==================== btn_conditioner
[src/rtl/btn_conditioner.sv]
// Push-button front end: two-flop synchronizer, counter debounce and registered
// rise/fall pulse generation for N_BTN independent channels.
module btn_conditioner #(
  parameter int N_BTN     = 4,
  parameter int DB_CYCLES = 1000000,
  parameter int CNT_W     = 20
) (
  input  logic             clk,
  input  logic             rst,
  input  logic [N_BTN-1:0] btn_raw,
  output logic [N_BTN-1:0] btn_level,
  output logic [N_BTN-1:0] btn_rise,
  output logic [N_BTN-1:0] btn_fall,
  output logic             any_rise
);

  localparam logic [CNT_W-1:0] CNT_LAST = CNT_W'(DB_CYCLES - 1);

  logic [N_BTN-1:0] sync1_q;
  logic [N_BTN-1:0] sync2_q;
  logic [N_BTN-1:0] level_q;
  logic [N_BTN-1:0] level_d;
  logic [N_BTN-1:0] rise_q;
  logic [N_BTN-1:0] rise_d;
  logic [N_BTN-1:0] fall_q;
  logic [N_BTN-1:0] fall_d;
  logic             any_rise_q;
  logic             any_rise_d;
  logic [CNT_W-1:0] cnt_q [N_BTN];
  logic [CNT_W-1:0] cnt_d [N_BTN];

  // Any return to the accepted level restarts the window, so bounces never accumulate.
  always_comb begin
    level_d = level_q;
    for (int i = 0; i < N_BTN; i++) begin
      cnt_d[i] = cnt_q[i];
      if (sync2_q[i] == level_q[i]) begin
        cnt_d[i] = '0;
      end else if (cnt_q[i] == CNT_LAST) begin
        level_d[i] = sync2_q[i];
        cnt_d[i]   = '0;
      end else begin
        cnt_d[i] = cnt_q[i] + 1'b1;
      end
    end
    rise_d     = level_d & ~level_q;
    fall_d     = ~level_d & level_q;
    any_rise_d = |rise_d;
  end

  always_ff @(posedge clk) begin
    if (rst) begin
      sync1_q    <= '0;
      sync2_q    <= '0;
      level_q    <= '0;
      rise_q     <= '0;
      fall_q     <= '0;
      any_rise_q <= 1'b0;
      for (int i = 0; i < N_BTN; i++) begin
        cnt_q[i] <= '0;
      end
    end else begin
      sync1_q    <= btn_raw;
      sync2_q    <= sync1_q;
      level_q    <= level_d;
      rise_q     <= rise_d;
      fall_q     <= fall_d;
      any_rise_q <= any_rise_d;
      for (int i = 0; i < N_BTN; i++) begin
        cnt_q[i] <= cnt_d[i];
      end
    end
  end

  assign btn_level = level_q;
  assign btn_rise  = rise_q;
  assign btn_fall  = fall_q;
  assign any_rise  = any_rise_q;

endmodule

[config.mk]
export PLATFORM = sky130hd
export DESIGN_NAME = btn_conditioner
export DESIGN_NICKNAME = d
export VERILOG_FILES = /design/src/rtl/btn_conditioner.sv
export SDC_FILE = /design/constraint.sdc
export NUM_CORES = 1
export LEC_CHECK = 0
export CAP_MARGIN = 10
export CORE_MARGIN = 5
export CORE_UTILIZATION = 64
export DETAILED_ROUTE_END_ITERATION = 16
export PLACE_DENSITY = 0.84
export SLEW_MARGIN = 10
export SYNTH_ARGS = -nofsm -noshare
export SYNTH_HDL_FRONTEND = slang
export SYNTH_SLANG_ARGS = --single-unit
[constraint.sdc]
create_clock -name clk -period 4.2 [get_ports clk]
set_clock_uncertainty 0.15 [all_clocks]
set_input_delay 1.05 -clock clk [delete_from_list [all_inputs] [get_ports clk]]
set_output_delay 1.05 -clock clk [all_outputs]
set_load 0.005 [all_outputs]
==================== gf2_ka_mul_seq
## src/rtl/gf2_pkg.sv

```systemverilog
// Shared definitions for the GF(2) polynomial arithmetic blocks.
//   gf2_state_e : sequencing states of the iterative Karatsuba multiplier
//   gf2_dbg_t   : debug view of the multiplier control state
//   gf2_half    : Karatsuba split point H for an operand width W
//   gf2_spread  : bit spread used for squaring (bit i moves to bit 2i)
package gf2_pkg;

  // Widest operand gf2_spread handles; wider users must raise this.
  localparam int GF2_MAX_W = 256;

  typedef enum logic [2:0] {
    IDLE  = 3'd0,
    P_LO  = 3'd1,
    P_HI  = 3'd2,
    P_MID = 3'd3,
    DONE  = 3'd4
  } gf2_state_e;

  typedef struct packed {
    gf2_state_e state;
    logic       sq;
  } gf2_dbg_t;

  function automatic int gf2_half(input int w);
    return (w + 1) / 2;
  endfunction

  // Squaring over GF(2) has no cross terms: the square of a polynomial
  // is its coefficients interleaved with zeros.
  function automatic logic [2*GF2_MAX_W-2:0] gf2_spread(input logic [GF2_MAX_W-1:0] v);
    logic [2*GF2_MAX_W-2:0] r;
    r = '0;
    for (int i = 0; i < GF2_MAX_W; i++) begin
      r[2*i] = v[i];
    end
    return r;
  endfunction

endpackage

```

## src/rtl/gf2_clmul.sv

```systemverilog
// Combinational H x H carry-less (schoolbook) multiplier over GF(2).
//   a_i, b_i : H-bit operand polynomials, bit i = coefficient of x^i
//   p_o      : (2H-1)-bit product polynomial
module gf2_clmul #(
  parameter int H = 36
) (
  input  logic [H-1:0]   a_i,
  input  logic [H-1:0]   b_i,
  output logic [2*H-2:0] p_o
);

  localparam int PW = 2 * H - 1;

  // XOR together a shifted copy of a_i for every set bit of b_i.
  always_comb begin
    p_o = '0;
    for (int i = 0; i < H; i++) begin
      if (b_i[i]) begin
        p_o = p_o ^ (PW'(a_i) << i);
      end
    end
  end

endmodule

```

## src/rtl/gf2_ka_mul_seq.sv

```systemverilog
// Iterative Karatsuba multiplier for W-bit binary polynomials. One H x H
// carry-less sub-multiplier is reused for the low, high and middle
// partial products over three cycles; a squaring request bypasses the
// sub-multiplier and finishes in a single cycle.
//   clk, rst   : clock, asynchronous active-high reset
//   in_valid   : operands/mode valid          in_ready  : may accept (IDLE)
//   op_sq      : 1 = square a, 0 = a*b        a, b      : W-bit operands
//   out_valid  : y holds a result             out_ready : downstream takes y
//   y          : (2W-1)-bit product           dbg       : FSM state + mode
//
// Handshake: a transfer happens on a rising edge where valid and ready are
// both high; the producer holds its data stable until then. in_ready is
// high only in IDLE and out_valid only in DONE, so a result leaving and a
// new operation arriving never share an edge.
module gf2_ka_mul_seq
  import gf2_pkg::*;
#(
  parameter int W = 71,
  parameter int H = gf2_half(W)
) (
  input  logic           clk,
  input  logic           rst,
  input  logic           in_valid,
  output logic           in_ready,
  input  logic           op_sq,
  input  logic [W-1:0]   a,
  input  logic [W-1:0]   b,
  output logic           out_valid,
  input  logic           out_ready,
  output logic [2*W-2:0] y,
  output gf2_dbg_t       dbg
);

  localparam int PW = 2 * H - 1;  // sub-product width
  localparam int YW = 2 * W - 1;  // full product width
  localparam int AW = 4 * H - 1;  // combine width before truncation

  gf2_state_e      state_q, state_d;
  logic            in_ready_q, out_valid_q, sq_q;
  logic [W-1:0]    a_q, b_q;
  logic [PW-1:0]   lo_q, hi_q;
  logic [YW-1:0]   y_q;

  logic            accept;
  logic [H-1:0]    a_lo, a_hi, a_mid, b_lo, b_hi, b_mid;
  logic [H-1:0]    mul_a, mul_b;
  logic [PW-1:0]   prod, mid;
  logic [AW-1:0]   acc;
  logic [YW-1:0]   y_mul, y_sq;

  assign accept = in_valid && in_ready_q;

  // The high half is zero-extended, so for odd W its top bit is always 0.
  assign a_lo  = a_q[H-1:0];
  assign a_hi  = H'(a_q >> H);
  assign a_mid = a_lo ^ a_hi;
  assign b_lo  = b_q[H-1:0];
  assign b_hi  = H'(b_q >> H);
  assign b_mid = b_lo ^ b_hi;

  always_comb begin
    mul_a = a_lo;
    mul_b = b_lo;
    case (state_q)
      P_HI: begin
        mul_a = a_hi;
        mul_b = b_hi;
      end
      P_MID: begin
        mul_a = a_mid;
        mul_b = b_mid;
      end
      default: ;
    endcase
  end

  gf2_clmul #(.H(H)) u_clmul (
    .a_i (mul_a),
    .b_i (mul_b),
    .p_o (prod)
  );

  // In P_MID prod is (a_lo^a_hi)(b_lo^b_hi); removing lo and hi leaves
  // the cross term. hi << 2H stays within 2W-1 bits for odd W as well.
  assign mid   = prod ^ lo_q ^ hi_q;
  assign acc   = AW'(lo_q) ^ (AW'(mid) << H) ^ (AW'(hi_q) << (2 * H));
  assign y_mul = YW'(acc);
  assign y_sq  = YW'(gf2_spread(GF2_MAX_W'(a)));

  always_comb begin
    state_d = state_q;
    case (state_q)
      IDLE:    if (accept) state_d = op_sq ? DONE : P_LO;
      P_LO:    state_d = P_HI;
      P_HI:    state_d = P_MID;
      P_MID:   state_d = DONE;
      DONE:    if (out_ready) state_d = IDLE;
      default: state_d = IDLE;
    endcase
  end

  always_ff @(posedge clk or posedge rst) begin
    if (rst) begin
      state_q     <= IDLE;
      in_ready_q  <= 1'b0;
      out_valid_q <= 1'b0;
      sq_q        <= 1'b0;
      a_q         <= '0;
      b_q         <= '0;
      lo_q        <= '0;
      hi_q        <= '0;
      y_q         <= '0;
    end else begin
      state_q     <= state_d;
      in_ready_q  <= (state_d == IDLE);
      out_valid_q <= (state_d == DONE);
      case (state_q)
        IDLE: begin
          if (accept) begin
            a_q  <= a;
            b_q  <= b;
            sq_q <= op_sq;
            if (op_sq) y_q <= y_sq;
          end
        end
        P_LO:    lo_q <= prod;
        P_HI:    hi_q <= prod;
        P_MID:   y_q  <= y_mul;
        default: ;
      endcase
    end
  end

  assign in_ready  = in_ready_q;
  assign out_valid = out_valid_q;
  assign y         = y_q;
  assign dbg.state = state_q;
  assign dbg.sq    = sq_q;

endmodule
```

## config.mk

```make
export PLATFORM = sky130hd
export DESIGN_NAME = gf2_ka_mul_seq
export DESIGN_NICKNAME = d
export VERILOG_FILES = /design/src/rtl/gf2_pkg.sv /design/src/rtl/gf2_clmul.sv /design/src/rtl/gf2_ka_mul_seq.sv
export SDC_FILE = /design/constraint.sdc
export NUM_CORES = 2
export LEC_CHECK = 0
export ABC_AREA = 1
export CORE_MARGIN = 1.5
export CORE_UTILIZATION = 30
export CTS_BUF_LIST = sky130_fd_sc_hd__clkbuf_8
export CTS_CLUSTER_DIAMETER = 60
export CTS_CLUSTER_SIZE = 25
export DETAILED_ROUTE_END_ITERATION = 8
export PLACE_DENSITY_LB_ADDON = 0.05
export SKIP_CTS_REPAIR_TIMING = 1
export SLEW_MARGIN = 20
export SYNTH_ARGS = -nofsm -noshare
export SYNTH_HDL_FRONTEND = slang
export SYNTH_HIERARCHICAL = 1
export SYNTH_SLANG_ARGS = --single-unit
```

## constraint.sdc

```tcl
create_clock -name clk -period 15.45 [get_ports clk]
set_clock_uncertainty 0.05 [all_clocks]
set_input_delay 3.09 -clock clk [delete_from_list [all_inputs] [get_ports clk]]
set_output_delay 3.09 -clock clk [all_outputs]
set_load 0.01 [all_outputs]
```

==================== lgn_image_streamer
==> config.mk <==
export PLATFORM = sky130hd
export DESIGN_NAME = lgn_image_streamer
export DESIGN_NICKNAME = d
export VERILOG_FILES = /design/src/rtl/lgn_image_streamer.sv
export SDC_FILE = /design/constraint.sdc
export NUM_CORES = 1
export LEC_CHECK = 0
export CORE_ASPECT_RATIO = 0.8
export CORE_MARGIN = 8
export CORE_UTILIZATION = 30
export CTS_CLUSTER_SIZE = 20
export DETAILED_ROUTE_END_ITERATION = 12
export PLACE_DENSITY = 0.51
export REMOVE_ABC_BUFFERS = 1
export SLEW_MARGIN = 10
export SYNTH_ARGS = -nofsm -noshare
export SYNTH_HDL_FRONTEND = slang
export SYNTH_SLANG_ARGS = --single-unit
==> constraint.sdc <==
create_clock -name clk -period 12.05 [get_ports clk]
set_input_delay 2.41 -clock clk [delete_from_list [all_inputs] [get_ports clk]]
set_output_delay 2.41 -clock clk [all_outputs]
set_load 0.01 [all_outputs]
==> src/rtl/lgn_image_streamer.sv <==
// Byte-serial loader for the logic-gate-network classifier: shifts a binarized
// image in MSB-byte-first, waits for the network to settle, then returns its argmax.
module lgn_image_streamer #(
    parameter int INPUTS        = 256,
    parameter int SETTLE_CYCLES = 4
) (
    input  logic              clk,
    input  logic              rst,
    input  logic              img_valid,
    output logic              img_ready,
    input  logic [INPUTS-1:0] img_data,
    output logic [7:0]        dut_ui_in,
    output logic              dut_we_n,
    input  logic [3:0]        dut_index,
    input  logic [7:0]        dut_value,
    output logic              res_valid,
    input  logic              res_ready,
    output logic [3:0]        res_index,
    output logic [7:0]        res_value,
    output logic              busy
);
    localparam int NBYTES = INPUTS / 8;
    localparam int CNT_W  = $clog2(NBYTES + 1);

    localparam logic [1:0] IDLE   = 2'd0;
    localparam logic [1:0] SEND   = 2'd1;
    localparam logic [1:0] SETTLE = 2'd2;
    localparam logic [1:0] RESULT = 2'd3;

    localparam logic [CNT_W-1:0] LAST_BYTE   = CNT_W'(NBYTES - 1);
    localparam logic [7:0]       LAST_SETTLE = 8'(SETTLE_CYCLES - 1);

    if (SETTLE_CYCLES < 1 || SETTLE_CYCLES > 255 || (INPUTS % 8) != 0 || INPUTS < 8) begin : g_bad_params
        $error("lgn_image_streamer: illegal INPUTS/SETTLE_CYCLES");
    end

    logic [1:0]        state_q, state_d;
    logic [INPUTS-1:0] shift_q, shift_d;
    logic [CNT_W-1:0]  byte_cnt_q, byte_cnt_d;
    logic [7:0]        settle_q, settle_d;
    logic              res_valid_q, res_valid_d;
    logic [3:0]        res_index_q, res_index_d;
    logic [7:0]        res_value_q, res_value_d;

    always_comb begin
        state_d     = state_q;
        shift_d     = shift_q;
        byte_cnt_d  = byte_cnt_q;
        settle_d    = settle_q;
        res_valid_d = res_valid_q;
        res_index_d = res_index_q;
        res_value_d = res_value_q;
        case (state_q)
            IDLE: begin
                if (img_valid) begin
                    shift_d    = img_data;
                    byte_cnt_d = '0;
                    state_d    = SEND;
                end
            end
            SEND: begin
                shift_d    = shift_q << 8;
                byte_cnt_d = byte_cnt_q + 1'b1;
                // byte_cnt lands on NBYTES exactly as we leave, so it never wraps
                if (byte_cnt_q == LAST_BYTE) begin
                    settle_d = '0;
                    state_d  = SETTLE;
                end
            end
            SETTLE: begin
                if (settle_q == LAST_SETTLE) begin
                    res_index_d = dut_index;
                    res_value_d = dut_value;
                    res_valid_d = 1'b1;
                    state_d     = RESULT;
                end else begin
                    settle_d = settle_q + 8'd1;
                end
            end
            RESULT: begin
                if (res_ready) begin
                    res_valid_d = 1'b0;
                    state_d     = IDLE;
                end
            end
            default: state_d = IDLE;
        endcase
    end

    always_ff @(posedge clk or posedge rst) begin
        if (rst) begin
            state_q     <= IDLE;
            shift_q     <= '0;
            byte_cnt_q  <= '0;
            settle_q    <= '0;
            res_valid_q <= 1'b0;
            res_index_q <= '0;
            res_value_q <= '0;
        end else begin
            state_q     <= state_d;
            shift_q     <= shift_d;
            byte_cnt_q  <= byte_cnt_d;
            settle_q    <= settle_d;
            res_valid_q <= res_valid_d;
            res_index_q <= res_index_d;
            res_value_q <= res_value_d;
        end
    end

    // Pin outputs decode straight from registers so reset clears them without waiting for an edge
    assign img_ready = (state_q == IDLE);
    assign busy      = (state_q != IDLE);
    assign dut_we_n  = (state_q != SEND);
    assign dut_ui_in = (state_q == SEND) ? shift_q[INPUTS-1 -: 8] : 8'h00;
    assign res_valid = res_valid_q;
    assign res_index = res_index_q;
    assign res_value = res_value_q;
endmodule

Fig. 1: gf2_ka_mul_seq, close-up of the layout
Region (270, 270) to (290, 290) um. Cells in grey, sequential cells in the stronger grey; small squares are vias.
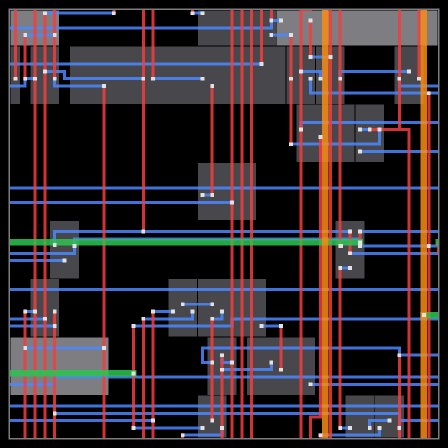
layer	colour
met3	green
met4	orange
met1	blue
met2	red
most frequent	nand2_1 (12), dfrtp_1 (2), buf_4 (2)
netlist names of flops here include	`a_q` (2)
cells with their middle in the window	21
sequential cells in the window	2

==> flow_metrics.py, gf2_ka_mul_seq <==
# Synthesis and PnR figures
metrics = {
    "route": {
        "wl_mm": 172,
    },
    "global_routing": {
        "grtUsageMet1": 0.335,
        "grt_first_pass_wirelength_mm": 254,
    },
    "critical_path": {
        "cp.depth": 26,
    },
    "place": {
        "gp_congestion": 0.812,
        "numPortBuffers": 293,
    },
    "final_layout": {
        "final_nets": 6481,
        "utilization": 0.346,
        "sh_seq_area": 0.230,
    },
    "outcome": {
        "status": "complete, no violations",
    },
    "cts": {
        "cts_sinks": 431,
        "clk_pin_slew_ns": 0.08,
    },
    "worst_hold_path": {
        "hp-start": "a_q[30]",
    },
    "final_timing": {
        "setup_viol": 0,
        "max_freq_ghz": 0.166,
    },
}
## gf2_ka_mul_seq: registers in the layout, indices dropped and copies added (netlist names)
name	cells
hi_q	71
sq_q	1
y	141
state_q	3
b_q	71
lo_q	71
out_valid	1
in_ready	1
a_q	71
## gf2_ka_mul_seq: cell usage after synthesis (all sizes together)
library cell / n
nand2: 3292
xor2: 518
inv: 437
nand4: 12
a21oi: 1
nor2: 132
dfrtp: 431
o21ai: 216
buf: 371
xor3: 1
and2: 1
or2: 21
nand2b: 3
clkbuf: 38
xnor2: 672
nand3: 120
nand3b: 32
Fig. 2: lgn_image_streamer, met2 routing
Drawn at 1.5 px/um.
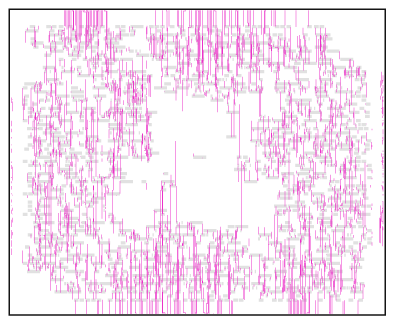
nets with wire on the layer	1400
wire length on this layer	14100 um

==> flow_metrics.py, lgn_image_streamer <==
# Synthesis and PnR figures
metrics = {
    "outcome": {
        "status": "complete, no violations",
    },
    "cts": {
        "numCtsBuffers": 34,
        "cts_hold_buffers": 0,
        "htreeDepth": 2,
        "cts_tree": "done",
    },
    "final_timing": {
        "post-route-worst-setup-slack_ns": 5.80,
        "max_freq_ghz": 0.160,
    },
    "critical_path": {
        "r2r_end": "shift_q[164]",
        "required_ns": 9.64,
        "critPathBufInv": 4,
    },
    "place": {
        "dp_slack_ns": 6.29,
        "postPlaceCellArea_um2": 16500,
    },
    "final_layout": {
        "fill_cells": 4248,
    },
    "route": {
        "top_layer": "met5",
        "dr.first_iter.drc_count": 544,
    },
    "global_routing": {
        "grt_max_degree": 225,
        "antenna_found_initial": 7,
    },
    "worst_hold_path": {
        "hp-start": "shift_q[255]",
        "min_to": "shift_q[255]",
        "hold_depth": 2,
    },
    "synth": {
        "top_cells_by_count": "285 x dfrtp_1, 280 x nand2_1, 263 x o21ai_0, 251 x mux2i_1, 42 x buf_2",
    },
    "floorplan": {
        "die-height_um": 203,
    },
}
-- lgn_image_streamer: placed cells by master (no fill, tap or decap), types with 8 or more instances in the layout --
cell,netlist,final
buf_4,1,8
clkbuf_16,0,37
and2_1,8,8
clkbuf_1,41,10
o21ai_0,263,263
nor2_1,8,8
clkdlybuf4s50_1,0,295
dfrtp_1,285,285
clkbuf_8,0,8
mux2i_1,251,251
nand2_1,280,280
mux2_2,14,14
-- lgn_image_streamer: state kept, by name, indices dropped and copies added, names as in the netlist --
name,cells
shift_q,256
res_value,8
settle_q,8
byte_cnt_q,6
res_index,4
state_q,2
res_valid,1
Fig. 3: btn_conditioner, metal layers overlaid
Drawn at 6 px/um. Two of the layers only.
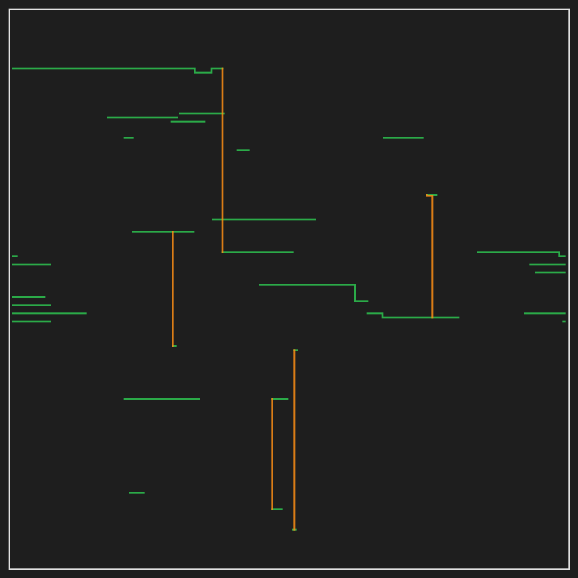
layer	colour	wire length
met4	orange	119 um
met3	green	236 um

==> flow_metrics.py, btn_conditioner <==
# Synthesis and PnR figures
metrics = {
    "final_layout": {
        "clock_cell_area_share": 0.0369,
        "clkbuf_count": 12,
    },
    "synth": {
        "avgSynthCellArea_um2": 8.92,
        "ys_sh_adder": 0.0113,
        "syn_area_um2": 4420,
        "yosysSeqAreaShare": 0.458,
    },
    "final_timing": {
        "post-route-min-period_ns": 2.48,
        "fin_hold_ws_ns": 0.297,
    },
    "route": {
        "viasPerCell": 5.84,
        "first_pass_iters": 4,
        "wl_met3_um": 236,
        "routed-via-count": 3495,
    },
    "job": {
        "drv_cap": 0,
    },
    "place": {
        "gp_congestion": 0.762,
        "dp_slack_ns": 1.39,
    },
    "global_routing": {
        "grtUsageMet1": 0.261,
    },
    "floorplan": {
        "fp-row-count": 30,
    },
    "outcome": {
        "status": "complete, no violations",
    },
}
[btn_conditioner: path summary, 6_finish.rpt]
check,slack (ns),endpoint,depth (start not counted),startpoint
hold / removal,0.30,sync2_q[3],1,sync1_q[3]
hold reg to reg,0.30,sync2_q[3],1,sync1_q[3]
setup / recovery,1.72,btn_level[2],1,btn_level[2]
setup reg to reg,1.72,cnt_q[3][12],4,cnt_q[3][7]
[btn_conditioner: sequential cells by signal (all words and copies together) (netlist names)]
name and flops:
sync1_q 4, btn_fall 4, sync2_q 4, btn_level 4
any_rise 1, cnt_q 80, btn_rise 4

## Gallery

Port wiring.
image #1
Drawn at 4 px/um.
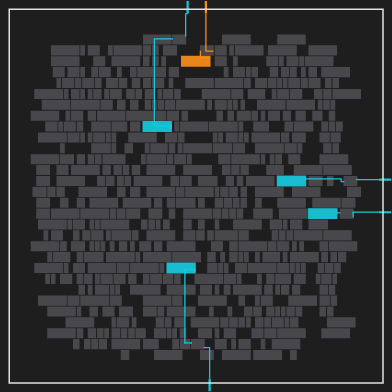
image #2
Drawn at 1 px/um.
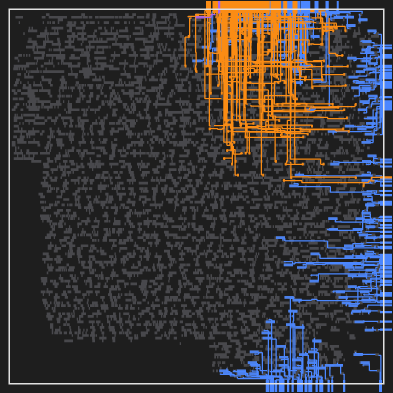
image #3
Drawn at 1.5 px/um.
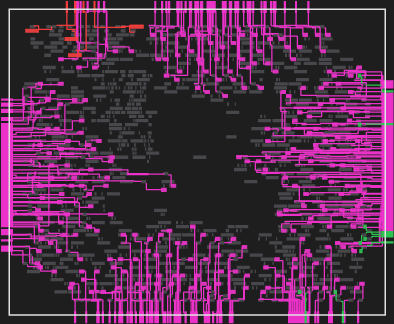
image #1 -> btn_conditioner
image #3 -> lgn_image_streamer
image #2 -> gf2_ka_mul_seq
The one with the fewest cells is image #1.
The one with the smallest die is image #1.

Key to image #3:
port	colour	direction	edge	end cells	buffers	wire
`img_data`	magenta	input	71 bottom, 71 right, 65 left, 49 top	256	256	11100 um
`res_index`	red	output	top	4	4	158 um
`dut_ui_in`	green	output	6 right, 2 bottom	8	8	114 um



==> screenshots <==
Clock wiring as the flow saved it.
Plate I
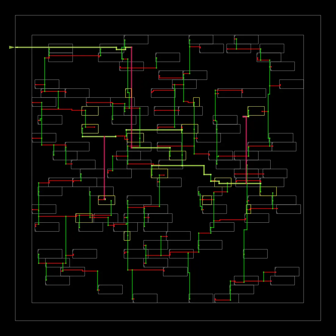
Plate II
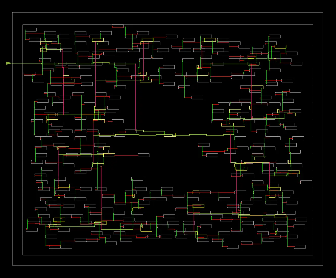
Plate III
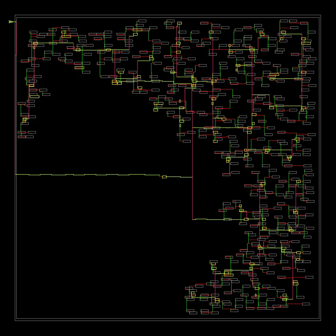
Of these, most sequential cells: Plate III
Of these, fewest sequential cells: Plate I
btn_conditioner -> Plate I
gf2_ka_mul_seq -> Plate III
lgn_image_streamer -> Plate II

